######## block 1 ########
$ cat src/rtl/comms_pkg.sv
// ----------------------------------------------------------------------------
// comms_pkg
// Shared definitions for the receive-side frame path.
//   FRAME_BITS     : width of one received frame (256 bits)
//   FRAME_BYTES    : bytes per frame (FRAME_BITS / 8 = 32)
//   unpack_state_t : rx_frame_unpacker FSM states
// ----------------------------------------------------------------------------
package comms_pkg;

  localparam int FRAME_BITS  = 256;
  localparam int FRAME_BYTES = FRAME_BITS / 8;

  typedef enum logic [1:0] {
    IDLE   = 2'd0,  // waiting for a frame event
    STREAM = 2'd1,  // presenting held bytes to the consumer
    CHECK  = 2'd2   // one-cycle gap after the last byte (checksum compare)
  } unpack_state_t;

endpackage : comms_pkg

$ cat src/rtl/rx_frame_unpacker_if.sv
// ----------------------------------------------------------------------------
// rx_frame_unpacker_if
// Frame-in / byte-out bundle of rx_frame_unpacker.
//   frameIn     : 256-bit frame from the serial receiver
//   frameStrobe : frame-available level; a 0->1 transition marks a new frame
//   byteOut     : current output byte
//   byteValid   : byteOut is valid
//   byteReady   : consumer accepts byteOut
//   byteLast    : high with the final streamed byte of a frame
// Modports: master = the unpacker, slave = the receiver/consumer side.
// ----------------------------------------------------------------------------
interface rx_frame_unpacker_if;
  import comms_pkg::*;

  logic [FRAME_BITS-1:0] frameIn;
  logic                  frameStrobe;
  logic [7:0]            byteOut;
  logic                  byteValid;
  logic                  byteReady;
  logic                  byteLast;

  modport master (
    input  frameIn,
    input  frameStrobe,
    input  byteReady,
    output byteOut,
    output byteValid,
    output byteLast
  );

  modport slave (
    output frameIn,
    output frameStrobe,
    output byteReady,
    input  byteOut,
    input  byteValid,
    input  byteLast
  );

endinterface : rx_frame_unpacker_if

$ cat src/rtl/frame_csum8.sv
// ----------------------------------------------------------------------------
// frame_csum8
// 8-bit modular sum of the first FRAME_BYTES-1 bytes of a frame (byte 0 in
// bits [7:0]). Only built when UNPACK_CHECKSUM_EN is defined.
//   data : bytes 0..30 of the held frame
//   sum  : sum of those bytes mod 256
// ----------------------------------------------------------------------------
`ifdef UNPACK_CHECKSUM_EN
module frame_csum8
  import comms_pkg::*;
(
  input  logic [FRAME_BITS-9:0] data,
  output logic [7:0]            sum
);

  localparam int N_BYTES = FRAME_BYTES - 1;

  // Plain adder chain; carries out of bit 7 are discarded (mod 256).
  always_comb begin
    sum = 8'h00;
    for (int i = 0; i < N_BYTES; i++) begin
      sum = sum + data[8*i +: 8];
    end
  end

endmodule : frame_csum8
`endif

$ cat src/rtl/rx_frame_unpacker.sv
// ----------------------------------------------------------------------------
// rx_frame_unpacker
// Captures a 256-bit frame on a rising edge of frameStrobe and streams it out
// one byte per valid/ready handshake, byte 0 (bits [7:0]) first. Frame events
// that arrive while a frame is held or streaming are dropped and counted.
//
// Ports
//   clk        : system clock, all logic on posedge
//   rst        : synchronous, active-high reset
//   bus        : rx_frame_unpacker_if.master (frameIn/frameStrobe in,
//                byteOut/byteValid/byteLast out, byteReady in)
//   busy       : a frame is held or streaming (STREAM or CHECK)
//   overflow   : sticky, set when a frame is dropped, cleared only by rst
//   dropCount  : dropped-frame count, saturates at all-ones
//   csumErr    : checksum mismatch for the last completed frame
//
// Build option
//   UNPACK_CHECKSUM_EN : byte 31 is a checksum over bytes 0..30; only bytes
//                        0..30 are streamed and csumErr is updated in CHECK.
//                        Undefined: all 32 bytes stream, csumErr tied to 0.
// ----------------------------------------------------------------------------
module rx_frame_unpacker #(
  parameter int DROP_CNT_W  = 8,
  parameter int FRAME_BYTES = comms_pkg::FRAME_BYTES  // must stay 256 / 8
) (
  input  logic                  clk,
  input  logic                  rst,
  rx_frame_unpacker_if.master   bus,
  output logic                  busy,
  output logic                  overflow,
  output logic [DROP_CNT_W-1:0] dropCount,
  output logic                  csumErr
);

  localparam int IDX_W = $clog2(FRAME_BYTES);
`ifdef UNPACK_CHECKSUM_EN
  localparam int LAST_IDX = FRAME_BYTES - 2;
`else
  localparam int LAST_IDX = FRAME_BYTES - 1;
`endif
  localparam logic [IDX_W-1:0] LAST_IDX_V = IDX_W'(LAST_IDX);

  comms_pkg::unpack_state_t state, state_next;

  logic [comms_pkg::FRAME_BITS-1:0] hold;
  logic [IDX_W-1:0]                 idx;

  logic strobe_q;
  logic strobe_armed;
  logic frame_evt;
  logic handshake;
  logic load;
  logic advance;
  logic drop;

  // --------------------------------------------------------------------------
  // Strobe edge detect
  // strobe_armed blocks a strobe that is already high when reset releases
  // from looking like a fresh 0->1 edge; the strobe must be seen low first.
  // --------------------------------------------------------------------------
  // NOTE: clocked state is always written with non-blocking assignments so
  // every flop samples the pre-edge values regardless of statement order.
  always_ff @(posedge clk) begin
    if (rst) begin
      strobe_q     <= 1'b0;
      strobe_armed <= 1'b0;
    end else begin
      strobe_q <= bus.frameStrobe;
      if (!bus.frameStrobe) begin
        strobe_armed <= 1'b1;
      end
    end
  end

  assign frame_evt = bus.frameStrobe & ~strobe_q & strobe_armed;
  assign handshake = bus.byteValid & bus.byteReady;

  // --------------------------------------------------------------------------
  // FSM state register
  // --------------------------------------------------------------------------
  always_ff @(posedge clk) begin
    if (rst) begin
      state <= comms_pkg::IDLE;
    end else begin
      state <= state_next;
    end
  end

  // --------------------------------------------------------------------------
  // FSM next state and datapath strobes
  // --------------------------------------------------------------------------
  // NOTE: every output of this block gets a default first, so no path can
  // leave one unassigned and infer a latch.
  always_comb begin
    state_next = state;
    load       = 1'b0;
    advance    = 1'b0;
    drop       = 1'b0;

    unique case (state)
      comms_pkg::IDLE: begin
        if (frame_evt) begin
          load       = 1'b1;
          state_next = comms_pkg::STREAM;
        end
      end

      comms_pkg::STREAM: begin
        drop = frame_evt;
        if (handshake) begin
          if (idx == LAST_IDX_V) begin
            state_next = comms_pkg::CHECK;
          end else begin
            advance = 1'b1;
          end
        end
      end

      comms_pkg::CHECK: begin
        // Still busy here: a new frame only lands once we are back in IDLE.
        drop       = frame_evt;
        state_next = comms_pkg::IDLE;
      end

      default: begin
        state_next = comms_pkg::IDLE;
      end
    endcase
  end

  // --------------------------------------------------------------------------
  // Hold register, byte index and drop bookkeeping
  // --------------------------------------------------------------------------
  // NOTE: the 256-bit hold register is deliberately reset so byteOut and the
  // checksum never expose stale data from before reset.
  always_ff @(posedge clk) begin
    if (rst) begin
      hold      <= '0;
      idx       <= '0;
      overflow  <= 1'b0;
      dropCount <= '0;
    end else begin
      if (load) begin
        hold <= bus.frameIn;
        idx  <= '0;
      end else if (advance) begin
        idx <= idx + IDX_W'(1);
      end

      // A dropped frame never touches hold or idx.
      if (drop) begin
        overflow <= 1'b1;
        if (dropCount != '1) begin
          dropCount <= dropCount + DROP_CNT_W'(1);
        end
      end
    end
  end

  // --------------------------------------------------------------------------
  // Outputs: byte mux is forced to zero outside STREAM
  // --------------------------------------------------------------------------
  assign bus.byteValid = (state == comms_pkg::STREAM);
  assign bus.byteLast  = bus.byteValid & (idx == LAST_IDX_V);
  assign bus.byteOut   = bus.byteValid ? hold[{idx, 3'b000} +: 8] : 8'h00;
  assign busy          = (state != comms_pkg::IDLE);

  // --------------------------------------------------------------------------
  // Optional checksum over bytes 0..30 against byte 31
  // --------------------------------------------------------------------------
`ifdef UNPACK_CHECKSUM_EN
  logic [7:0] csum;

  frame_csum8 u_csum (
    .data (hold[comms_pkg::FRAME_BITS-9:0]),
    .sum  (csum)
  );

  always_ff @(posedge clk) begin
    if (rst) begin
      csumErr <= 1'b0;
    end else if (state == comms_pkg::CHECK) begin
      csumErr <= (csum != hold[comms_pkg::FRAME_BITS-1 -: 8]);
    end
  end
`else
  assign csumErr = 1'b0;
`endif

endmodule : rx_frame_unpacker
$ cat src/flat_wrapper.sv
// flat-port wrapper written by rule: the top's interface ports become plain ports
module rx_frame_unpacker_flat 
#(
  parameter int DROP_CNT_W  = 8,
  parameter int FRAME_BYTES = comms_pkg::FRAME_BYTES                      
)
  (clk, rst, busy, overflow, dropCount, csumErr, bus_frameIn, bus_frameStrobe, bus_byteReady, bus_byteOut, bus_byteValid, bus_byteLast);
  rx_frame_unpacker_if bus_i ();
  input  logic clk;
  input  logic rst;
  output logic busy;
  output logic overflow;
  output logic [DROP_CNT_W-1:0] dropCount;
  output logic csumErr;
  input wire logic [$bits(bus_i.frameIn)-1:0] bus_frameIn;
  input wire logic [$bits(bus_i.frameStrobe)-1:0] bus_frameStrobe;
  input wire logic [$bits(bus_i.byteReady)-1:0] bus_byteReady;
  output wire logic [$bits(bus_i.byteOut)-1:0] bus_byteOut;
  output wire logic [$bits(bus_i.byteValid)-1:0] bus_byteValid;
  output wire logic [$bits(bus_i.byteLast)-1:0] bus_byteLast;
  assign bus_i.frameIn = bus_frameIn;
  assign bus_i.frameStrobe = bus_frameStrobe;
  assign bus_i.byteReady = bus_byteReady;
  assign bus_byteOut = bus_i.byteOut;
  assign bus_byteValid = bus_i.byteValid;
  assign bus_byteLast = bus_i.byteLast;
  rx_frame_unpacker #(.DROP_CNT_W(DROP_CNT_W), .FRAME_BYTES(FRAME_BYTES)) u_core (.clk(clk), .rst(rst), .bus(bus_i), .busy(busy), .overflow(overflow), .dropCount(dropCount), .csumErr(csumErr));
endmodule
$ cat config.mk
export PLATFORM = sky130hd
export DESIGN_NAME = rx_frame_unpacker_flat
export DESIGN_NICKNAME = d
export VERILOG_FILES = /design/src/rtl/comms_pkg.sv /design/src/rtl/rx_frame_unpacker_if.sv /design/src/rtl/frame_csum8.sv /design/src/rtl/rx_frame_unpacker.sv /design/src/flat_wrapper.sv
export SDC_FILE = /design/constraint.sdc
export NUM_CORES = 1
export LEC_CHECK = 0
export ABC_AREA = 1
export CAP_MARGIN = 20
export CORE_ASPECT_RATIO = 1.1
export CORE_MARGIN = 2
export CORE_UTILIZATION = 45
export DETAILED_ROUTE_END_ITERATION = 8
export PLACE_DENSITY = 0.69
export SYNTH_ARGS = -nofsm -noshare
export SYNTH_HDL_FRONTEND = slang
export SYNTH_HIERARCHICAL = 1
export SYNTH_SLANG_ARGS = --single-unit
$ cat constraint.sdc
create_clock -name clk -period 1.65 [get_ports clk]
set_input_delay 0.2475 -clock clk [delete_from_list [all_inputs] [get_ports clk]]
set_output_delay 0.2475 -clock clk [all_outputs]
set_load 0.05 [all_outputs]
######## block 2 ########
$ cat config.mk
export PLATFORM = sky130hd
export DESIGN_NAME = ecc_52_enc_fault_detc_pipe
export DESIGN_NICKNAME = d
export VERILOG_FILES = /design/src/rtl/ecc_52_enc_fault_detc_pipe.sv
export SDC_FILE = /design/constraint.sdc
export NUM_CORES = 1
export LEC_CHECK = 0
export CAP_MARGIN = 30
export CORE_MARGIN = 10
export CORE_UTILIZATION = 50
export CTS_CLUSTER_SIZE = 20
export DETAILED_ROUTE_END_ITERATION = 10
export HOLD_SLACK_MARGIN = 0.08
export PLACE_DENSITY = 0.92
export SETUP_SLACK_MARGIN = 0.3
export SLEW_MARGIN = 20
export SYNTH_ARGS = -nofsm -noshare
export SYNTH_HDL_FRONTEND = slang
export SYNTH_SLANG_ARGS = --single-unit
$ cat constraint.sdc
create_clock -name clk -period 4.2 [get_ports clk]
set_clock_uncertainty 0.05 [all_clocks]
set_input_delay 0.84 -clock clk [delete_from_list [all_inputs] [get_ports clk]]
set_output_delay 0.84 -clock clk [all_outputs]
set_load 0.02 [all_outputs]
$ cat src/rtl/ecc_52_enc_fault_detc_pipe.sv
// SECDED (Hamming + overall parity) encoder for 52-bit memory words. Two redundant parity
// generators are cross-checked, and a one-shot injector can corrupt a chosen beat for decoder tests.

module ecc_52_cal #(
   parameter int DATA_WIDTH   = 52,
   parameter int PARITY_WIDTH = 7
) (
   input  logic [DATA_WIDTH-1:0]   data_in,
   input  logic                    bypass,
   output logic [PARITY_WIDTH-1:0] parity_out
);

   logic [5:0] syn;
   logic [5:0] pos;

   // Data bits fill the non-power-of-two codeword positions 3,5,6,7,9,... in order, ending at 58.
   // The Hamming bits are the XOR of the positions of every set data bit.
   always_comb begin
      syn = '0;
      pos = 6'd3;
      for (logic [5:0] i = 6'd0; i < 6'd52; i++) begin
         if (data_in[i]) syn = syn ^ pos;
         pos = pos + 6'd1;
         if ((pos & (pos - 6'd1)) == 6'd0) pos = pos + 6'd1;
      end
   end

   // The overall parity bit covers the data and the Hamming bits, so any double error is detected.
   assign parity_out = bypass ? '0 : {^{data_in, syn}, syn};

endmodule

module ecc_52_enc_fault_detc_pipe #(
   parameter int DATA_WIDTH   = 52,
   parameter int PARITY_WIDTH = 7,
   parameter int CNT_WIDTH    = 8
) (
   input  logic                    clk,
   input  logic                    rst,
   input  logic                    in_valid,
   output logic                    in_ready,
   input  logic [DATA_WIDTH-1:0]   in_data,
   input  logic                    bypass,
   input  logic                    ecc_fault_detc_en,
   output logic                    out_valid,
   input  logic                    out_ready,
   output logic [DATA_WIDTH-1:0]   out_data,
   output logic [PARITY_WIDTH-1:0] out_parity,
   output logic                    out_ecc_fault,
   output logic                    fault_sticky,
   output logic [CNT_WIDTH-1:0]    fault_cnt,
   input  logic                    fault_clr,
   input  logic                    inj_arm,
   input  logic                    inj_type,
   input  logic [5:0]              inj_pos0,
   input  logic [5:0]              inj_pos1,
   output logic                    inj_armed,
   output logic                    inj_done
);

   typedef enum logic {
      INJ_IDLE,
      INJ_ARMED
   } inj_state_t;

   localparam logic [DATA_WIDTH-1:0] DATA_ONE = {{(DATA_WIDTH - 1){1'b0}}, 1'b1};
   localparam logic [CNT_WIDTH-1:0]  CNT_ONE  = {{(CNT_WIDTH - 1){1'b0}}, 1'b1};
   localparam logic [CNT_WIDTH-1:0]  CNT_MAX  = '1;

   logic [PARITY_WIDTH-1:0] p0;
   logic [PARITY_WIDTH-1:0] p1;
   logic                    accept;
   logic                    beat_fault;
   logic [DATA_WIDTH-1:0]   inj_mask;

   inj_state_t inj_state;
   logic       inj_type_q;
   logic [5:0] inj_pos0_q;
   logic [5:0] inj_pos1_q;

   ecc_52_cal #(
      .DATA_WIDTH  (DATA_WIDTH),
      .PARITY_WIDTH(PARITY_WIDTH)
   ) u_cal0 (
      .data_in   (in_data),
      .bypass    (1'b0),
      .parity_out(p0)
   );

   ecc_52_cal #(
      .DATA_WIDTH  (DATA_WIDTH),
      .PARITY_WIDTH(PARITY_WIDTH)
   ) u_cal1 (
      .data_in   (in_data),
      .bypass    (1'b0),
      .parity_out(p1)
   );

   assign in_ready   = ~out_valid | out_ready;
   assign accept     = in_valid & in_ready;
   assign beat_fault = ecc_fault_detc_en & ~bypass & (p0 != p1);

   // Positions 52..63 shift the single set bit out of the word, so they flip nothing.
   always_comb begin
      inj_mask = '0;
      if (inj_state == INJ_ARMED) begin
         inj_mask = DATA_ONE << inj_pos0_q;
         if (inj_type_q) inj_mask = inj_mask ^ (DATA_ONE << inj_pos1_q);
      end
   end

   // NOTE: sequential state uses <= so every register samples pre-edge values, independent of block order.
   always_ff @(posedge clk) begin
      if (rst) begin
         out_valid     <= 1'b0;
         out_data      <= '0;
         out_parity    <= '0;
         out_ecc_fault <= 1'b0;
         fault_sticky  <= 1'b0;
         fault_cnt     <= '0;
      end else begin
         if (accept) begin
            out_valid     <= 1'b1;
            out_data      <= in_data ^ inj_mask;
            out_parity    <= bypass ? '0 : p0;
            out_ecc_fault <= beat_fault;
         end else if (out_ready) begin
            out_valid <= 1'b0;
         end

         // A fault arriving with fault_clr restarts the count at one rather than zero.
         if (accept && beat_fault) begin
            fault_sticky <= 1'b1;
            if (fault_clr)                fault_cnt <= CNT_ONE;
            else if (fault_cnt != CNT_MAX) fault_cnt <= fault_cnt + CNT_ONE;
         end else if (fault_clr) begin
            fault_sticky <= 1'b0;
            fault_cnt    <= '0;
         end
      end
   end

   // The arm is captured only from IDLE; the beat accepted in the arm cycle is left untouched.
   always_ff @(posedge clk) begin
      if (rst) begin
         inj_state  <= INJ_IDLE;
         inj_armed  <= 1'b0;
         inj_done   <= 1'b0;
         inj_type_q <= 1'b0;
         inj_pos0_q <= '0;
         inj_pos1_q <= '0;
      end else begin
         inj_done <= 1'b0;
         case (inj_state)
            INJ_IDLE: begin
               if (inj_arm) begin
                  inj_type_q <= inj_type;
                  inj_pos0_q <= inj_pos0;
                  inj_pos1_q <= inj_pos1;
                  inj_state  <= INJ_ARMED;
                  inj_armed  <= 1'b1;
               end
            end
            INJ_ARMED: begin
               if (accept) begin
                  inj_state <= INJ_IDLE;
                  inj_armed <= 1'b0;
                  inj_done  <= 1'b1;
               end
            end
         endcase
      end
   end

endmodule
Figure 1. Clock wires, drivers and flops (block 2).
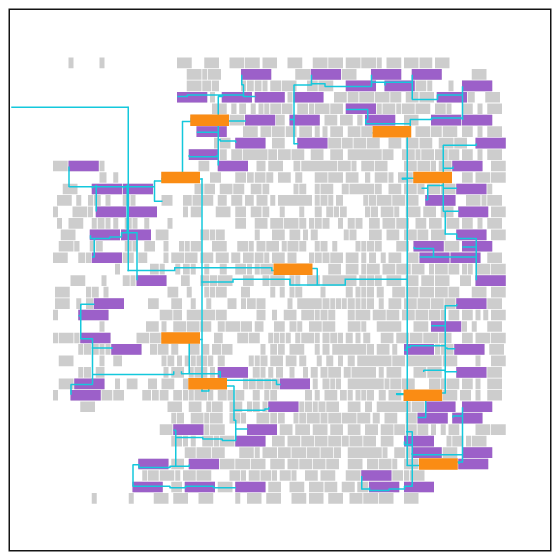
legend:
  purple:
    item: flip-flops
    count: 76
  orange:
    item: clock-net drivers
    count: 9
  cyan:
    item: clock wires
    length: 1,020 um
flops lie: widely spread

==> Slide: Implementation Results, block 2 <==
Physical Implementation Snapshot

Run
  • Tally of OpenROAD warnings: 28

Worst hold path
  • Instance count along the most critical hold path: 2

Status
  • Result of the run: complete, no violations

Floorplanning
  • Core footprint: between 10,000 and 15,000 um^2

CTS
  • Latency at later pin: 350 ps
  • Gates resized, CTS repair: 0

Synth
  • Prevailing logic family in the synthesized netlist: XOR/XNOR gates
  • Share of the yosys chip area belonging to registers: 26.0%
  • Post-Syn Area: 5850 um^2
  • Number of warnings reported in the yosys synthesis log: 0
  • Post-synthesis share of cell area spent on full adders, half adders and majority gates: 0%

Layout
  • Sequential Area: 1520 um^2
  • Nonclk buf count: between 100 and 150

Setup path
  • Worst setup path category: in2reg

Detailed routing
  • 1st-pass router iterations: 6

Final timing
  • Total negative slack for setup checks: 0 ps

Global routing
  • Number of antenna violations at the first check in global routing: 0
  • GRT Total Usage: 22.8%

Placement
  • Final HPWL DP: 14,800 um
Figure 2. Clock nets (block 1).
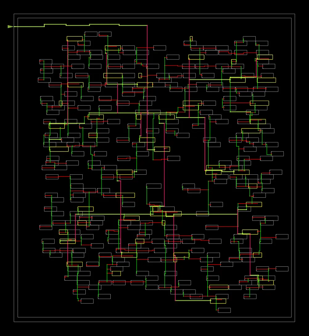
Clock group: 7.72 mW
number of flip-flops and latches: 274
final-layout clock buffer total: 37

==> Slide: Implementation Results, block 1 <==
Physical Implementation Snapshot

Final timing
  • Setup-violating endpoint count in the final report: 14
  • PnR worst setup slack: -808 ps
  • Maximum achievable frequency: roughly 0.4 GHz

Worst hold path
  • Destination of the worst hold path: u_core/hold[241]$_SDFFE_PP0P_

Floorplanning
  • Core footprint: 28,500 um^2
  • # rows: 65
  • Die height: 182 um

Global routing
  • Layer carrying the most global-route usage: met2
  • Met2 demand-to-capacity share in global routing: 43.8%

Placement
  • Worst setup slack before clock tree synthesis: -274 ps
  • Post-DP Area: 16,500 um^2

Synth
  • Dominant flop cell: sky130_fd_sc_hd__dfxtp_1
  • Distinct cell type count after synthesis: 30
  • Prevailing logic family in the synthesized netlist: simple AND/OR/NAND/NOR gates

Detailed routing
  • Post-detailed-route count of antenna-violating nets: 0
  • Count of unresolved DRC violations after routing: 0

Status
  • Result of the run: complete, but fails checks
  • Failing checks: setup timing

Power and ir drop
  • Net Switching: 6.72 mW

Layout
  • Area of combinational cells with multiple inputs: 6650 um^2
  • Share of post-route cells with drive strength above 1: 14.1%

Setup path
  • Worst setup path start: u_core/idx[0]$_SDFFE_PP0P_
  • Cell family with most CP delay: simple AND/OR/NAND/NOR gates
  • Worst setup path category: reg2out
  • Series of cell instances along the critical path: buf_4, buf_16, nand2_1, nand3_1, nand3_1, nand2_1, nand2_1, nand2_1, nand2_1, nor2_4, buf_12
  • Crit Reg-Reg Endpoint: u_core/state[0]$_SDFFE_PP0P_

CTS
  • CTS Buffer Depth: 3

######## block 3 ########
Figure 3. Clock nets (block 3).
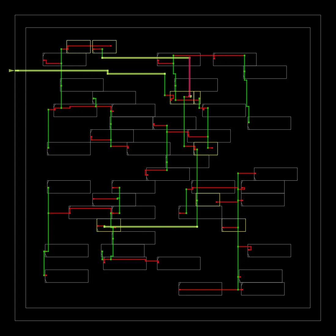

==> src/rtl/seq_magnitude_comparator.sv <==
// Multi-cycle magnitude comparator: CHUNK bits per cycle, MSB chunk first, early exit on difference.
// Optional SEQ_CMP_SIGNED_EN: two's-complement compare via MSB inversion in the first chunk.
module seq_magnitude_comparator #(
   parameter int unsigned WIDTH = 16,
   parameter int unsigned CHUNK = 4
) (
   input  logic             clk,
   input  logic             rst,
   input  logic             start,
   input  logic [WIDTH-1:0] A,
   input  logic [WIDTH-1:0] B,
   output logic             busy,
   output logic             done,
   output logic             less,
   output logic             equal,
   output logic             greater
);

   localparam int unsigned NumChunks = WIDTH / CHUNK;
   localparam int unsigned CntW      = (NumChunks > 1) ? $clog2(NumChunks) : 1;
   localparam logic [CntW-1:0] LastCnt = CntW'(NumChunks - 1);

   typedef enum logic [1:0] {StIdle, StRun, StDone} state_e;

   state_e           state_q, state_d;
   logic [WIDTH-1:0] sa_q, sa_d, sb_q, sb_d;
   logic [CntW-1:0]  cnt_q, cnt_d;
   logic             less_q, less_d, equal_q, equal_d, greater_q, greater_d;
   logic [CHUNK-1:0] slice_a, slice_b, cmp_a, cmp_b;

   assign slice_a = sa_q[WIDTH-1 -: CHUNK];
   assign slice_b = sb_q[WIDTH-1 -: CHUNK];

`ifdef SEQ_CMP_SIGNED_EN
   localparam logic [CHUNK-1:0] MsbMask = CHUNK'(1) << (CHUNK - 1);
   logic first_chunk;

   // Counter still holds its load value only while the MSB chunk is on top.
   assign first_chunk = (cnt_q == LastCnt);
   assign cmp_a = slice_a ^ (first_chunk ? MsbMask : '0);
   assign cmp_b = slice_b ^ (first_chunk ? MsbMask : '0);
`else
   assign cmp_a = slice_a;
   assign cmp_b = slice_b;
`endif

   always_comb begin
      state_d   = state_q;
      sa_d      = sa_q;
      sb_d      = sb_q;
      cnt_d     = cnt_q;
      less_d    = less_q;
      equal_d   = equal_q;
      greater_d = greater_q;
      unique case (state_q)
         StIdle, StDone: begin
            if (start) begin
               state_d   = StRun;
               sa_d      = A;
               sb_d      = B;
               cnt_d     = LastCnt;
               less_d    = 1'b0;
               equal_d   = 1'b0;
               greater_d = 1'b0;
            end else begin
               state_d = StIdle;
            end
         end
         StRun: begin
            if (cmp_a != cmp_b) begin
               less_d    = (cmp_a < cmp_b);
               greater_d = (cmp_a > cmp_b);
               state_d   = StDone;
            end else if (cnt_q == '0) begin
               equal_d = 1'b1;
               state_d = StDone;
            end else begin
               sa_d  = sa_q << CHUNK;
               sb_d  = sb_q << CHUNK;
               cnt_d = cnt_q - CntW'(1);
            end
         end
         default: state_d = StIdle;
      endcase
   end

   always_ff @(posedge clk or posedge rst) begin
      if (rst) begin
         state_q   <= StIdle;
         sa_q      <= '0;
         sb_q      <= '0;
         cnt_q     <= '0;
         less_q    <= 1'b0;
         equal_q   <= 1'b0;
         greater_q <= 1'b0;
      end else begin
         state_q   <= state_d;
         sa_q      <= sa_d;
         sb_q      <= sb_d;
         cnt_q     <= cnt_d;
         less_q    <= less_d;
         equal_q   <= equal_d;
         greater_q <= greater_d;
      end
   end

   assign busy    = (state_q == StRun);
   assign done    = (state_q == StDone);
   assign less    = less_q;
   assign equal   = equal_q;
   assign greater = greater_q;

endmodule

==> config.mk <==
export PLATFORM = sky130hd
export DESIGN_NAME = seq_magnitude_comparator
export DESIGN_NICKNAME = d
export VERILOG_FILES = /design/src/rtl/seq_magnitude_comparator.sv
export SDC_FILE = /design/constraint.sdc
export NUM_CORES = 1
export LEC_CHECK = 0
export ABC_AREA = 1
export CAP_MARGIN = 25
export CORE_MARGIN = 2
export CORE_UTILIZATION = 56
export DETAILED_ROUTE_END_ITERATION = 10
export PLACE_DENSITY = 0.85
export RECOVER_POWER = 50
export SLEW_MARGIN = 20
export SYNTH_ARGS = -nofsm -noshare
export SYNTH_HDL_FRONTEND = slang
export SYNTH_SLANG_ARGS = --single-unit
==> constraint.sdc <==
create_clock -name clk -period 2.28 [get_ports clk]
set_input_delay 0.456 -clock clk [delete_from_list [all_inputs] [get_ports clk]]
set_output_delay 0.456 -clock clk [all_outputs]
set_load 0.01 [all_outputs]
######## block 4 ########
===== config.mk =====
export PLATFORM = sky130hd
export DESIGN_NAME = count_seq_monitor
export DESIGN_NICKNAME = d
export VERILOG_FILES = /design/src/rtl/count_seq_monitor.sv
export SDC_FILE = /design/constraint.sdc
export NUM_CORES = 1
export LEC_CHECK = 0
export CAP_MARGIN = 40
export CORE_MARGIN = 3
export CORE_UTILIZATION = 44
export DETAILED_ROUTE_END_ITERATION = 10
export GPL_ROUTABILITY_DRIVEN = 0
export PLACE_DENSITY_LB_ADDON = 0.2
export SYNTH_ARGS = -nofsm -noshare
export SYNTH_HDL_FRONTEND = slang
export SYNTH_SLANG_ARGS = --single-unit
export TNS_END_PERCENT = 100

===== constraint.sdc =====
create_clock -name clk -period 2 [get_ports clk]
set_input_delay 0.4 -clock clk [delete_from_list [all_inputs] [get_ports clk]]
set_output_delay 0.4 -clock clk [all_outputs]
set_load 0.03 [all_outputs]

===== src/rtl/count_seq_monitor.sv =====
// Receiver-side checker for a wrapping up-counter stream: tracks the expected
// next value, flags mismatches / out-of-range samples and keeps error/wrap stats.
module count_seq_monitor #(
  parameter int WIDTH      = 4,
  parameter int MAX_VAL    = 15,
  parameter int ERR_CNT_W  = 8,
  parameter int WRAP_CNT_W = 8
) (
  input  logic                  clk,
  input  logic                  rst,
  input  logic                  valid_i,
  input  logic [WIDTH-1:0]      count_i,
  input  logic                  resync_i,
  input  logic                  clr_i,
  output logic                  locked_o,
  output logic [WIDTH-1:0]      exp_o,
  output logic                  err_pulse_o,
  output logic                  range_err_o,
  output logic                  err_sticky_o,
  output logic [ERR_CNT_W-1:0]  err_count_o,
  output logic [WIDTH-1:0]      first_bad_o,
  output logic [WIDTH-1:0]      first_exp_o,
  output logic [WRAP_CNT_W-1:0] wrap_count_o
);

  localparam logic [WIDTH-1:0] MAX_W = WIDTH'(MAX_VAL);

  typedef enum logic {UNLOCKED = 1'b0, LOCKED = 1'b1} state_e;

  state_e                  state_q, state_d;
  logic [WIDTH-1:0]        exp_q, exp_d;
  logic                    prev_max_q, prev_max_d;
  logic                    err_pulse_q, err_pulse_d;
  logic                    range_err_q, range_err_d;
  logic                    sticky_q, sticky_d;
  logic [ERR_CNT_W-1:0]    err_cnt_q, err_cnt_d, err_base;
  logic [WRAP_CNT_W-1:0]   wrap_cnt_q, wrap_cnt_d, wrap_base;
  logic [WIDTH-1:0]        first_bad_q, first_bad_d;
  logic [WIDTH-1:0]        first_exp_q, first_exp_d;

  logic             sample, over, mism, range_hit, err, wrap;
  logic [WIDTH-1:0] succ;

  // Resync takes priority: a sample in the same cycle is not checked at all.
  assign sample    = valid_i && !resync_i;
  assign over      = count_i > MAX_W;
  assign succ      = (count_i == MAX_W) ? '0 : count_i + WIDTH'(1);
  assign mism      = sample && (state_q == LOCKED) && (count_i != exp_q);
  assign range_hit = sample && over;
  assign err       = mism || range_hit;
  assign wrap      = sample && (state_q == LOCKED) && !mism &&
                     (count_i == '0) && prev_max_q;

  always_ff @(posedge clk) begin
    if (rst) begin
      state_q     <= UNLOCKED;
      exp_q       <= '0;
      prev_max_q  <= 1'b0;
      err_pulse_q <= 1'b0;
      range_err_q <= 1'b0;
      sticky_q    <= 1'b0;
      err_cnt_q   <= '0;
      wrap_cnt_q  <= '0;
      first_bad_q <= '0;
      first_exp_q <= '0;
    end else begin
      state_q     <= state_d;
      exp_q       <= exp_d;
      prev_max_q  <= prev_max_d;
      err_pulse_q <= err_pulse_d;
      range_err_q <= range_err_d;
      sticky_q    <= sticky_d;
      err_cnt_q   <= err_cnt_d;
      wrap_cnt_q  <= wrap_cnt_d;
      first_bad_q <= first_bad_d;
      first_exp_q <= first_exp_d;
    end
  end

  always_comb begin
    state_d = state_q;
    if (resync_i)     state_d = UNLOCKED;
    else if (valid_i) state_d = over ? UNLOCKED : LOCKED;
  end

  // Clear is applied first so that an error or wrap in the same cycle lands on top of it.
  always_comb begin
    exp_d       = exp_q;
    prev_max_d  = prev_max_q;
    err_pulse_d = mism;
    range_err_d = range_hit;
    err_base    = clr_i ? '0 : err_cnt_q;
    wrap_base   = clr_i ? '0 : wrap_cnt_q;
    sticky_d    = clr_i ? 1'b0 : sticky_q;
    first_bad_d = clr_i ? '0 : first_bad_q;
    first_exp_d = clr_i ? '0 : first_exp_q;
    err_cnt_d   = err_base;
    wrap_cnt_d  = wrap_base;
    if (resync_i) begin
      exp_d      = '0;
      prev_max_d = 1'b0;
    end else if (valid_i) begin
      exp_d      = succ;
      prev_max_d = (count_i == MAX_W);
    end
    if (err) begin
      sticky_d = 1'b1;
      if (err_base != '1) err_cnt_d = err_base + ERR_CNT_W'(1);
      if (!sticky_q || clr_i) begin
        first_bad_d = count_i;
        first_exp_d = (state_q == LOCKED) ? exp_q : '0;
      end
    end
    if (wrap && wrap_base != '1) wrap_cnt_d = wrap_base + WRAP_CNT_W'(1);
  end

  always_comb begin
    locked_o     = (state_q == LOCKED);
    exp_o        = exp_q;
    err_pulse_o  = err_pulse_q;
    range_err_o  = range_err_q;
    err_sticky_o = sticky_q;
    err_count_o  = err_cnt_q;
    first_bad_o  = first_bad_q;
    first_exp_o  = first_exp_q;
    wrap_count_o = wrap_cnt_q;
  end

endmodule


Figure 4. Cell sizes after repair (block 3).
Bar = 20 um.
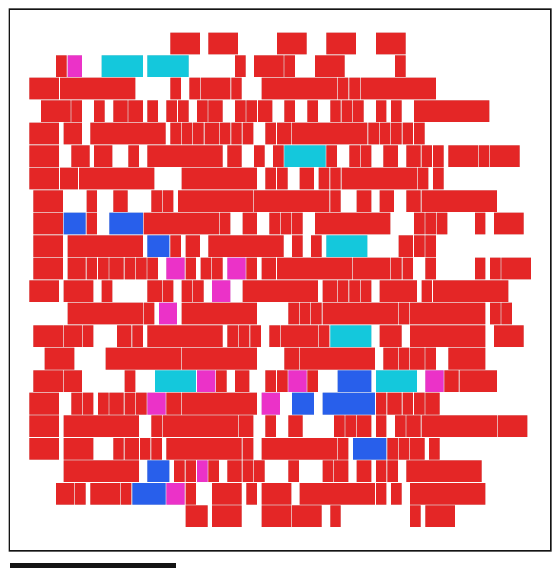
legend:
  red:
    size: x1 and smaller
    cells: 284
    share: 91%
  blue:
    size: x3 and x4
    cells: 9
    share: 2.9%
  cyan:
    size: x6 and larger
    cells: 7
    share: 2.2%
  magenta:
    size: x2
    cells: 12
    share: 3.8%
area added between synthesis and finish: 22.9%
nonclk buf count: 44
Finished Cell Area: 2580 um^2
PnR worst setup slack: 394 ps

Notes on Figure 3 above:
CTS sink cnt: 39
final-layout clock buffer total: 8
total CTS buffers: 5
Clock group: 0.506 mW
number of flip-flops and latches: 39

==> Slide: Implementation Results, block 3 <==
Physical Implementation Snapshot

Synth
  • AND-OR/OR-AND share of the synthesized area: 1.43%
  • Post-synthesis share of cell area spent on full adders, half adders and majority gates: 2.98%
  • Share of synthesized registers carrying an async set or reset: 100%
  • Dominant flop cell: sky130_fd_sc_hd__dfrtp_1
  • Area leader, netlist: sky130_fd_sc_hd__dfrtp_1
  • Share of the synthesized area in the top cell type: 46.5%

Layout
  • Area fraction of clock buffers and clock inverters: 3.88%
  • Area of combinational cells with multiple inputs: 971 um^2
  • Number of fill cells: 294
  • Non-clock inverter count: 13

Final timing
  • Normalized max-slew margin: a little over a third
  • Total count of max-transition violations in the final report: 0
  • Total negative slack for setup checks: 0 ps

Detailed routing
  • Drt via density: 5.19
  • Count of unresolved DRC violations after routing: 0
  • Post-detailed-route count of antenna-violating nets: 0

Power and ir drop
  • Main power-consuming group: combinational logic

Global routing
  • Number of antenna violations at the first check in global routing: 0
  • GRT Total Usage: 22.3%

Setup path
  • Launching element type of the critical path: register
  • Crit Reg-Reg Endpoint: less$_DFFE_PP0P_
  • Worst Setup EP: busy

Run
  • Total of max-cap violations: 0

CTS
  • Clock-pin transition on the worst setup and hold timing paths: 70 ps
  • Latency at later pin: 290 ps

Floorplanning
  • Core footprint: 3630 um^2

Status
  • Result of the run: complete, no violations

Placement
  • Placed Instances: 352
Figure 5. Cell sizes after repair (block 4).
Bar = 20 um.
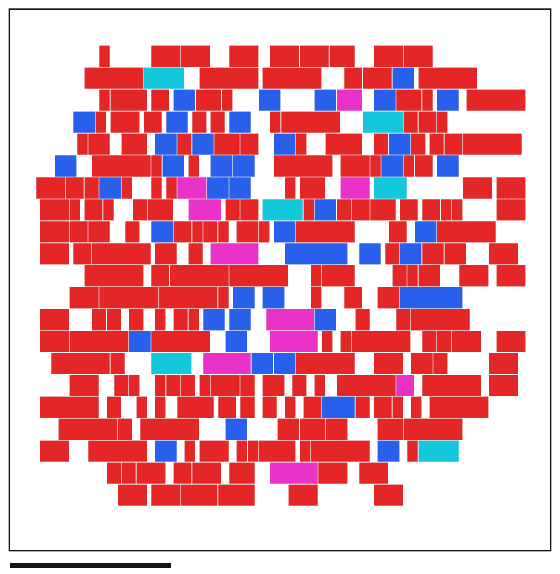
legend:
  cyan:
    size: x6 and larger
    cells: 6
    share: 2.2%
  red:
    size: x1 and smaller
    cells: 210
    share: 78%
  blue:
    size: x3 and x4
    cells: 43
    share: 16%
  magenta:
    size: x2
    cells: 10
    share: 3.7%
nonclk buf count: 81
PnR worst setup slack: 69.2 ps
Finished Cell Area: 2440 um^2

==> Slide: Implementation Results, block 4 <==
Physical Implementation Snapshot

Setup path
  • Type of destination of the critical path: register
  • Crit Reg-Reg Endpoint: wrap_count_o[6]$_SDFF_PP0_
  • Crit path depth: 8
  • Series of cell instances along the critical path: clkdlybuf4s50_1, xor2_2, o41ai_2, buf_4, buf_4, nor4_1, o21ai_0, a21oi_1

Layout
  • Dominant logic cell types in the final layout: 40 x sky130_fd_sc_hd__buf_4, 35 x sky130_fd_sc_hd__clkdlybuf4s50_1, 32 x sky130_fd_sc_hd__dfxtp_1
  • Leading cell type in the layout, fill and taps excluded: sky130_fd_sc_hd__buf_4
  • Final-layout clock buffer total: 5
  • Final core area utilization: between 70% and 80%
  • Non-Filler Instances: 315

Status
  • Result of the run: complete, no violations

Synth
  • Instance tally after logic synthesis: 194
  • AND-OR/OR-AND share of the synthesized area: 13.9%
  • Most common cell in the synthesized netlist: sky130_fd_sc_hd__dfxtp_1
  • Number of warnings reported in the yosys synthesis log: 0
  • EDFF count, synth: 0

Power and ir drop
  • Sequential fraction of design power: 52.7%

Final timing
  • Number of hold violations in the final report: 0

Detailed routing
  • Drt first-iter violations: 101
  • Post-detailed-route count of antenna-violating nets: 0

CTS
  • Latency at later pin: a little under 300 ps
  • Total CTS buffers: 5

Worst hold path
  • Kind of path behind the tightest hold check: reg2reg

######## block 5 ########
Figure 6. Register map, names as in the netlist (block 5).
Bar = 10 um. Other sequential cells in the stronger gray, the rest of the logic in the fainter gray.
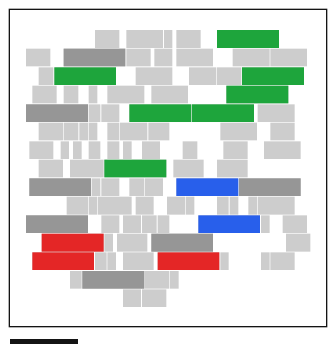

## src/rtl/serial_bit_driver.sv

```systemverilog
// Serializes a parallel word MSB-first onto d, with a one-cycle en strobe at the end
// of each DIV-clock bit window, followed by GAP idle clocks before the next load.
module serial_bit_driver #(
  parameter int WIDTH = 8,
  parameter int DIV   = 4,
  parameter int GAP   = 2
) (
  input  logic             clk,
  input  logic             reset,
  input  logic [WIDTH-1:0] load_data,
  input  logic             load_valid,
  output logic             load_ready,
  output logic             d,
  output logic             en,
  output logic             done,
  output logic             busy
);

  localparam int BW = (WIDTH > 1) ? $clog2(WIDTH) : 1;
  localparam int DW = (DIV > 1) ? $clog2(DIV) : 1;
  localparam int GW = (GAP > 1) ? $clog2(GAP) : 1;
  localparam logic [BW-1:0] BIT_LAST = BW'(WIDTH - 1);
  localparam logic [DW-1:0] DIV_LAST = DW'(DIV - 1);
  localparam logic [GW-1:0] GAP_LAST = GW'((GAP > 0) ? GAP - 1 : 0);

  typedef enum logic [1:0] {ST_IDLE, ST_SHIFT, ST_GAP} state_t;

  state_t           state_reg;
  logic [WIDTH-1:0] shreg_reg;
  logic [BW-1:0]    bit_reg;
  logic [DW-1:0]    div_reg;
  logic [GW-1:0]    gap_reg;
  logic             d_reg;
  logic             en_reg;
  logic             done_reg;
  logic             busy_reg;
  logic [DW-1:0]    div_inc;

  assign div_inc = div_reg + 1'b1;

  // Outputs are registered to reflect the state being entered, so they line up
  // with the cycle numbering counted from the accepting edge.
  always_ff @(posedge clk or posedge reset) begin
    if (reset) begin
      state_reg <= ST_IDLE;
      shreg_reg <= '0;
      bit_reg   <= '0;
      div_reg   <= '0;
      gap_reg   <= '0;
      d_reg     <= 1'b0;
      en_reg    <= 1'b0;
      done_reg  <= 1'b0;
      busy_reg  <= 1'b0;
    end else begin
      en_reg   <= 1'b0;
      done_reg <= 1'b0;
      case (state_reg)
        ST_IDLE: begin
          d_reg    <= 1'b0;
          busy_reg <= 1'b0;
          if (load_valid) begin
            state_reg <= ST_SHIFT;
            shreg_reg <= load_data;
            bit_reg   <= '0;
            div_reg   <= '0;
            d_reg     <= load_data[WIDTH-1];
            en_reg    <= (DIV == 1);
            busy_reg  <= 1'b1;
          end
        end
        ST_SHIFT: begin
          if (div_reg == DIV_LAST) begin
            shreg_reg <= {shreg_reg[WIDTH-2:0], 1'b0};
            div_reg   <= '0;
            if (bit_reg == BIT_LAST) begin
              done_reg <= 1'b1;
              d_reg    <= 1'b0;
              if (GAP > 0) begin
                state_reg <= ST_GAP;
                gap_reg   <= '0;
              end else begin
                state_reg <= ST_IDLE;
                busy_reg  <= 1'b0;
              end
            end else begin
              bit_reg <= bit_reg + 1'b1;
              d_reg   <= shreg_reg[WIDTH-2];
              en_reg  <= (DIV == 1);
            end
          end else begin
            div_reg <= div_inc;
            en_reg  <= (div_inc == DIV_LAST);
          end
        end
        ST_GAP: begin
          d_reg <= 1'b0;
          if (gap_reg == GAP_LAST) begin
            state_reg <= ST_IDLE;
            busy_reg  <= 1'b0;
          end else begin
            gap_reg <= gap_reg + 1'b1;
          end
        end
        default: begin
          state_reg <= ST_IDLE;
          d_reg     <= 1'b0;
          busy_reg  <= 1'b0;
        end
      endcase
    end
  end

  assign load_ready = (state_reg == ST_IDLE);
  assign d          = d_reg;
  assign en         = en_reg;
  assign done       = done_reg;
  assign busy       = busy_reg;

endmodule

```

## config.mk

```make
export PLATFORM = sky130hd
export DESIGN_NAME = serial_bit_driver
export DESIGN_NICKNAME = d
export VERILOG_FILES = /design/src/rtl/serial_bit_driver.sv
export SDC_FILE = /design/constraint.sdc
export NUM_CORES = 1
export LEC_CHECK = 0
export CORE_MARGIN = 2
export CORE_UTILIZATION = 55
export CTS_CLUSTER_SIZE = 16
export DETAILED_ROUTE_END_ITERATION = 16
export PLACE_DENSITY = 0.82
export SYNTH_ARGS = -nofsm -noshare
export SYNTH_HDL_FRONTEND = slang
export SYNTH_SLANG_ARGS = --single-unit
```

## constraint.sdc

```tcl
create_clock -name clk -period 4.6 [get_ports clk]
set_clock_uncertainty 0.2 [all_clocks]
set_input_delay 0.46 -clock clk [delete_from_list [all_inputs] [get_ports clk]]
set_output_delay 0.46 -clock clk [all_outputs]
set_load 0.1 [all_outputs]
```

######## block 6 ########
`src/rtl/alu_ctrl_mdu.sv`:
```
// alu_ctrl_mdu: ALU control decode, registered ALU result and iterative multiply/divide unit.
// Define MDU_DIV_EN to build the restoring divider; without it DIV-class ops return 0 in one cycle.
module alu_ctrl_mdu #(
    parameter int XLEN = 32
) (
    input  logic            clk,
    input  logic            rst_n,
    input  logic            valid_i,
    output logic            ready_o,
    input  logic [1:0]      ALU_op,
    input  logic [2:0]      funct3,
    input  logic [6:0]      funct7,
    input  logic [XLEN-1:0] op_a,
    input  logic [XLEN-1:0] op_b,
    output logic [3:0]      ALUControl,
    output logic [XLEN-1:0] result_o,
    output logic            valid_o
);
    localparam int CW = $clog2(XLEN);
    typedef enum logic [1:0] {IDLE, MUL, DIV} state_t;
    state_t            state, state_nx;
    logic [XLEN-1:0]   hi, lo, mc, step_hi, step_lo, fin_res, fast_res, div_fast, alu_res;
    logic [XLEN-1:0]   mag_a, mag_b, mul_res;
    logic [XLEN:0]     mul_sum;
    logic [2*XLEN-1:0] prod, prod_s;
    logic [CW-1:0]     cnt;
    logic [1:0]        op;
    logic              neg, is_m, sa, sb, na, nb, go_mul, go_div, last, accept;

    always_comb begin
        ALUControl = 4'b0010;
        if (ALU_op == 2'b01)
            ALUControl = 4'b0110;
        else if (ALU_op[1])
            case (funct3)
                3'b000:  ALUControl = (ALU_op == 2'b10 && funct7[5]) ? 4'b0110 : 4'b0010;
                3'b111:  ALUControl = 4'b0000;
                3'b110:  ALUControl = 4'b0001;
                3'b100:  ALUControl = 4'b0011;
                3'b001:  ALUControl = 4'b0100;
                3'b101:  ALUControl = funct7[5] ? 4'b0111 : 4'b0101;
                3'b010:  ALUControl = 4'b1000;
                default: ALUControl = 4'b1001;
            endcase
    end

    always_comb begin
        case (ALUControl)
            4'b0110: alu_res = op_a - op_b;
            4'b0000: alu_res = op_a & op_b;
            4'b0001: alu_res = op_a | op_b;
            4'b0011: alu_res = op_a ^ op_b;
            4'b0100: alu_res = op_a << op_b[CW-1:0];
            4'b0101: alu_res = op_a >> op_b[CW-1:0];
            4'b0111: alu_res = XLEN'($signed(op_a) >>> op_b[CW-1:0]);
            4'b1000: alu_res = XLEN'($signed(op_a) < $signed(op_b));
            4'b1001: alu_res = XLEN'(op_a < op_b);
            default: alu_res = op_a + op_b;
        endcase
    end

    // Operand signedness: MULH both, MULHSU only a, DIV/REM both, unsigned variants none
    always_comb begin
        is_m   = ALU_op == 2'b10 && funct7 == 7'b0000001;
        sa     = funct3[2] ? !funct3[0] : (funct3[1:0] == 2'b01 || funct3[1:0] == 2'b10);
        sb     = funct3[2] ? !funct3[0] : (funct3[1:0] == 2'b01);
        na     = sa && op_a[XLEN-1];
        nb     = sb && op_b[XLEN-1];
        mag_a  = na ? -op_a : op_a;
        mag_b  = nb ? -op_b : op_b;
        go_mul = accept && is_m && !funct3[2];
        last   = cnt == CW'(XLEN - 1);
    end

    // One shift-add step: hi accumulates, lo holds the remaining multiplier bits
    always_comb begin
        mul_sum = {1'b0, hi} + (lo[0] ? {1'b0, mc} : '0);
        prod    = {mul_sum, lo[XLEN-1:1]};
        prod_s  = neg ? -prod : prod;
        mul_res = op == 2'b00 ? prod_s[XLEN-1:0] : prod_s[2*XLEN-1:XLEN];
    end

`ifdef MDU_DIV_EN
    logic [XLEN:0]   rem_t;
    logic [XLEN-1:0] div_hi, div_lo, quo, rem;
    logic            ge, dz, ovf, neg_r;

    // One restoring step: hi is the partial remainder, lo shifts dividend out and quotient in
    always_comb begin
        rem_t    = {hi, lo[XLEN-1]};
        ge       = rem_t >= {1'b0, mc};
        div_hi   = ge ? XLEN'(rem_t - {1'b0, mc}) : rem_t[XLEN-1:0];
        div_lo   = {lo[XLEN-2:0], ge};
        quo      = neg ? -div_lo : div_lo;
        rem      = neg_r ? -div_hi : div_hi;
        dz       = op_b == '0;
        ovf      = !funct3[0] && op_a == {1'b1, {(XLEN-1){1'b0}}} && op_b == '1;
        go_div   = accept && is_m && funct3[2] && !dz && !ovf;
        div_fast = dz ? (funct3[1] ? op_a : '1) : (funct3[1] ? '0 : op_a);
        step_hi  = state == DIV ? div_hi : mul_sum[XLEN:1];
        step_lo  = state == DIV ? div_lo : {mul_sum[0], lo[XLEN-1:1]};
        fin_res  = state == DIV ? (op[1] ? rem : quo) : mul_res;
    end

    always_ff @(posedge clk or negedge rst_n) begin
        if (!rst_n)
            neg_r <= 1'b0;
        else if (go_div)
            neg_r <= na;
    end
`else
    always_comb begin
        go_div   = 1'b0;
        div_fast = '0;
        step_hi  = mul_sum[XLEN:1];
        step_lo  = {mul_sum[0], lo[XLEN-1:1]};
        fin_res  = mul_res;
    end
`endif

    always_comb fast_res = is_m ? div_fast : alu_res;

    always_ff @(posedge clk or negedge rst_n) begin
        if (!rst_n)
            state <= IDLE;
        else
            state <= state_nx;
    end

    always_comb state_nx = state == IDLE ? (go_mul ? MUL : go_div ? DIV : IDLE) : last ? IDLE : state;

    always_comb begin
        ready_o = state == IDLE;
        accept  = valid_i && ready_o;
    end

    always_ff @(posedge clk or negedge rst_n) begin
        if (!rst_n) begin
            {hi, lo, mc, result_o} <= '0;
            cnt     <= '0;
            op      <= '0;
            neg     <= 1'b0;
            valid_o <= 1'b0;
        end else begin
            valid_o <= 1'b0;
            if (go_mul || go_div) begin
                hi  <= '0;
                cnt <= '0;
                op  <= funct3[1:0];
                lo  <= go_mul ? mag_b : mag_a;
                mc  <= go_mul ? mag_a : mag_b;
                neg <= na ^ nb;
            end else if (accept) begin
                result_o <= fast_res;
                valid_o  <= 1'b1;
            end else if (!ready_o) begin
                hi  <= step_hi;
                lo  <= step_lo;
                cnt <= cnt + CW'(1);
                if (last) begin
                    result_o <= fin_res;
                    valid_o  <= 1'b1;
                end
            end
        end
    end
endmodule

```
`config.mk`:
```
export PLATFORM = sky130hd
export DESIGN_NAME = alu_ctrl_mdu
export DESIGN_NICKNAME = d
export VERILOG_FILES = /design/src/rtl/alu_ctrl_mdu.sv
export SDC_FILE = /design/constraint.sdc
export NUM_CORES = 1
export LEC_CHECK = 0
export CAP_MARGIN = 20
export CELL_PAD_IN_SITES_DETAIL_PLACEMENT = 1
export CELL_PAD_IN_SITES_GLOBAL_PLACEMENT = 1
export CORE_MARGIN = 2
export CORE_UTILIZATION = 45
export CTS_CLUSTER_SIZE = 12
export DETAILED_ROUTE_END_ITERATION = 10
export PLACE_DENSITY = 0.92
export SLEW_MARGIN = 20
export SYNTH_ARGS = -nofsm -noshare
export SYNTH_HDL_FRONTEND = slang
export SYNTH_SLANG_ARGS = --single-unit
```
`constraint.sdc`:
```
create_clock -name clk -period 10.03 [get_ports clk]
set_input_delay 1.003 -clock clk [delete_from_list [all_inputs] [get_ports clk]]
set_output_delay 1.003 -clock clk [all_outputs]
set_load 0.05 [all_outputs]
```
Figure 7. Register map, names as in the netlist (block 6).
Bar = 50 um. Other sequential cells in the stronger gray, the rest of the logic in the fainter gray.
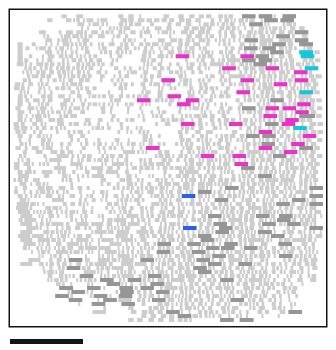
legend:
  cyan:
    netlist_name: `cnt`
    flops: 5
    where: upper right
  magenta:
    netlist_name: `result_o`
    flops: 32
  blue:
    netlist_name: `op`
    flops: 2
not colored: 99
final core area utilization: 50.0%
Sequential Area: 3460 um^2
sequential fraction of total cell area: 15.7%

Figure 8. Cells colored by class (block 6).
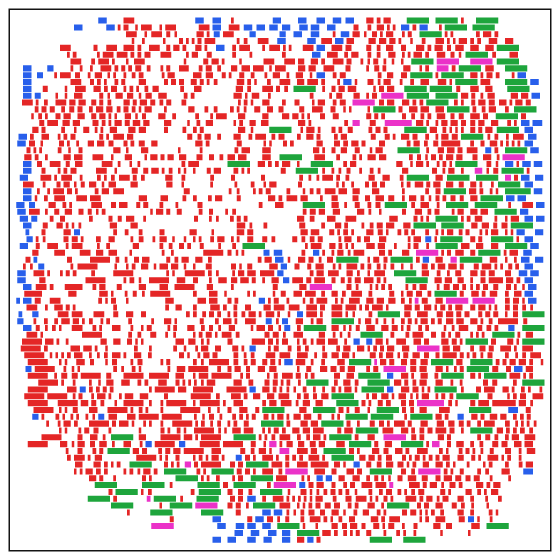
legend:
  green:
    class: sequential cells
    cells: 138
    share_of_their_area: 16%
  blue:
    class: remaining buffers and delay cells
    cells: 164
    share_of_their_area: 7.1%
  red:
    class: remaining logic cells
    cells: 2,358
    share_of_their_area: 74%
  magenta:
    class: clock drivers and dummy loads
    cells: 32
    share_of_their_area: 2.8%
# rows: 77
Finished Cell Area: 22,100 um^2
core footprint: 44,100 um^2

==> Slide: Implementation Results, block 6 <==
Physical Implementation Snapshot

Layout
  • Non-clock inverter count: 123
  • Non-Filler Instances: 3,286
  • Comb area share: between 60% and 70%
  • Total number of multi-input combinational cells: 2,235

CTS
  • CTS sink cnt: 138
  • Clock-pin transition on the worst setup and hold timing paths: about 70 ps
  • Maximum level of the CTS H-tree: 4
  • Clock root buffer: sky130_fd_sc_hd__clkbuf_16

Synth
  • Most common cell in the synthesized netlist: sky130_fd_sc_hd__nand2_1
  • Share of the yosys chip area belonging to registers: 17.2%
  • Post-synthesis share of cell area spent on full adders, half adders and majority gates: 8.92%
  • XOR Share, Synth: ~6.7%
  • EDFF count, synth: 0

Floorplanning
  • Inserted tap cell count: roughly 590
  • Floorplan Utilization: 45.4%

Placement
  • Weighted congestion reported at the end of routability-driven placement: ~1.0

Detailed routing
  • Vias after detailed routing: 23,152
  • DRT met1 WL: about 39,000 um
  • Count of unresolved DRC violations after routing: 0

Global routing
  • Grt ovf: 0
  • Global routing usage on met1: 53.8%
  • Via count of the first global-routing pass: 22,644

Final timing
  • Transition at the pin with the smallest max-transition slack: 1010 ps
  • Setup-violating endpoint count in the final report: 0

Status
  • Result of the run: complete, no violations
Figure 9. Cell sizes after repair (block 5).
Bar = 10 um.
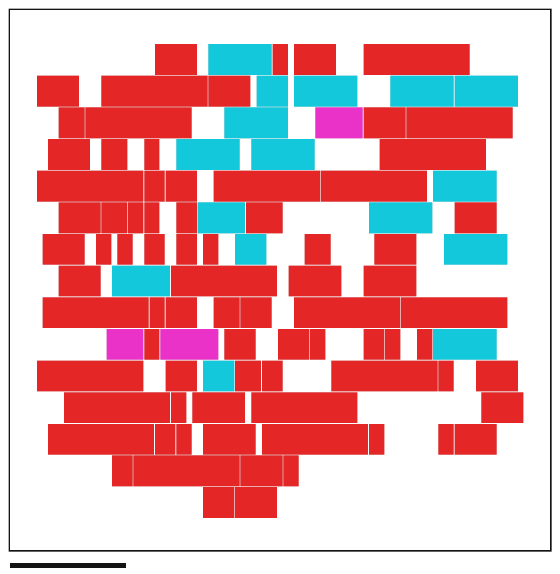
legend:
  red:
    size: x1 and smaller
    cells: 79
    share: 81%
  cyan:
    size: x3 and x4
    cells: 16
    share: 16%
  magenta:
    size: x2
    cells: 3
    share: 3.1%
Finished Cell Area: 1170 um^2
PnR worst setup slack: 1790 ps
area added between synthesis and finish: 18.2%
nonclk buf count: 15

About Figure 6:
legend:
  green:
    netlist_name: `shreg_reg`
    flops: 7
  red:
    netlist_name: `bit_reg`
    flops: 3
  blue:
    netlist_name: `div_reg`
    flops: 2
sequential fraction of total cell area: 40.6%
power attributed to sequential cells: 0.262 mW

==> Slide: Implementation Results, block 5 <==
Physical Implementation Snapshot

Layout
  • Count of nets after finishing: 114
  • Non-Filler Instances: about 120
  • Dominant logic cell types in the final layout: 19 x sky130_fd_sc_hd__dfrtp_1, 15 x sky130_fd_sc_hd__clkdlybuf4s50_1, 11 x sky130_fd_sc_hd__mux2_4
  • Area of combinational cells with multiple inputs: 468 um^2

Worst hold path
  • Instance count along the most critical hold path: 1
  • Destination of the worst hold path: div_reg[0]$_DFFE_PP0P_
  • Kind of path behind the tightest hold check: reg2reg

Status
  • Result of the run: complete, no violations

Final timing
  • Final period util: ~61%
  • Number of hold violations in the final report: 0
  • Normalized max-slew margin: between 30% and 40%
  • Maximum achievable frequency: 0.356 GHz

CTS
  • Latency at later pin: approximately 300 ps

Synth
  • Share of the synthesized area in the top cell type: 48.0%
  • Cells in synth_stat.txt: 82
  • Share of synthesized registers carrying an async set or reset: 100%
  • EDFF count, synth: 0

Placement
  • Post-DP Area: roughly 1100 um^2
  • Worst setup slack before clock tree synthesis: 2140 ps

Setup path
  • Series of cell instances along the critical path: nor2_1, clkdlybuf4s50_1
  • Launching element type of the critical path: register
  • Crit Reg-Reg Endpoint: shreg_reg[3]$_DFFE_PP0P_

Floorplanning
  • Floorplan Utilization: 57.9%

Detailed routing
  • Met3 wirelength from detailed routing: 83 um
  • 1st-pass router iterations: 3

Global routing
  • Layer carrying the most global-route usage: met2
  • Pin count of the biggest net entering global routing: 20

Power and ir drop
  • Main power-consuming group: combinational logic
  • Leakage power: 0.528 nW

==> notes/layouts.md <==
Pictures saved along the way, in no particular order.

Clock nets.
(a)
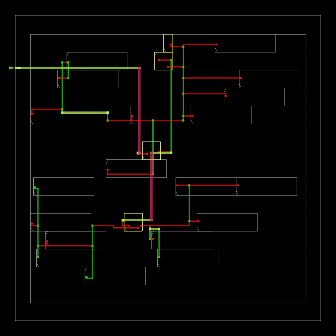
(b)
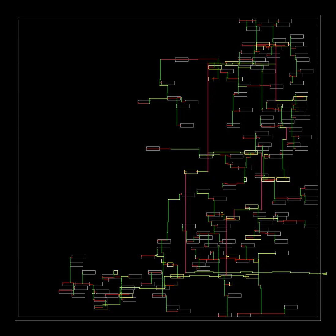
block 6: (b)
block 5: (a)
The one with the most sequential cells is (b).
The one with the most clock buffers is (b).



==> gallery <==
Register map, names as in the netlist.
Plate I
Bar = 50 um. Other sequential cells in the stronger gray, the rest of the logic in the fainter gray.
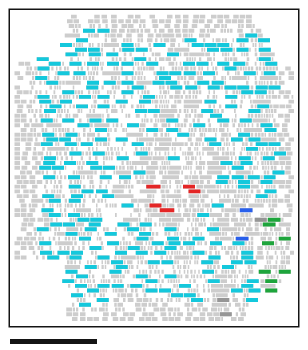
Plate II
Bar = 20 um. Other sequential cells in the stronger gray, the rest of the logic in the fainter gray.
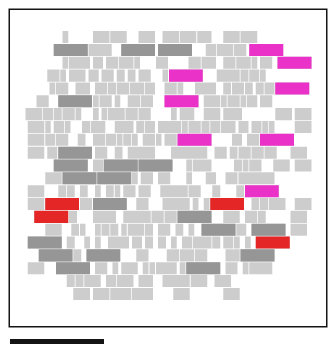
Plate III
Bar = 50 um. Other sequential cells in the stronger gray, the rest of the logic in the fainter gray.
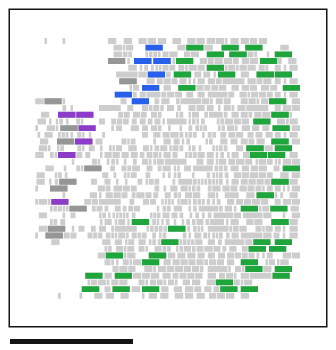
Plate IV
Bar = 20 um. Other sequential cells in the stronger gray, the rest of the logic in the fainter gray.
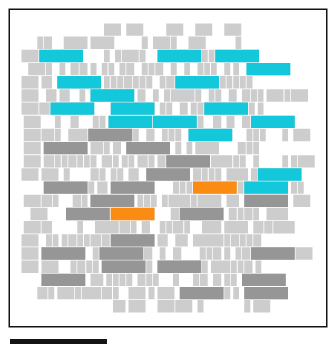
Plate I is block 1.
Plate II is block 4.
Plate IV is block 3.
Plate III is block 2.
The one with the fewest sequential cells is Plate II.

Power is estimated from default activity; no workload was simulated.
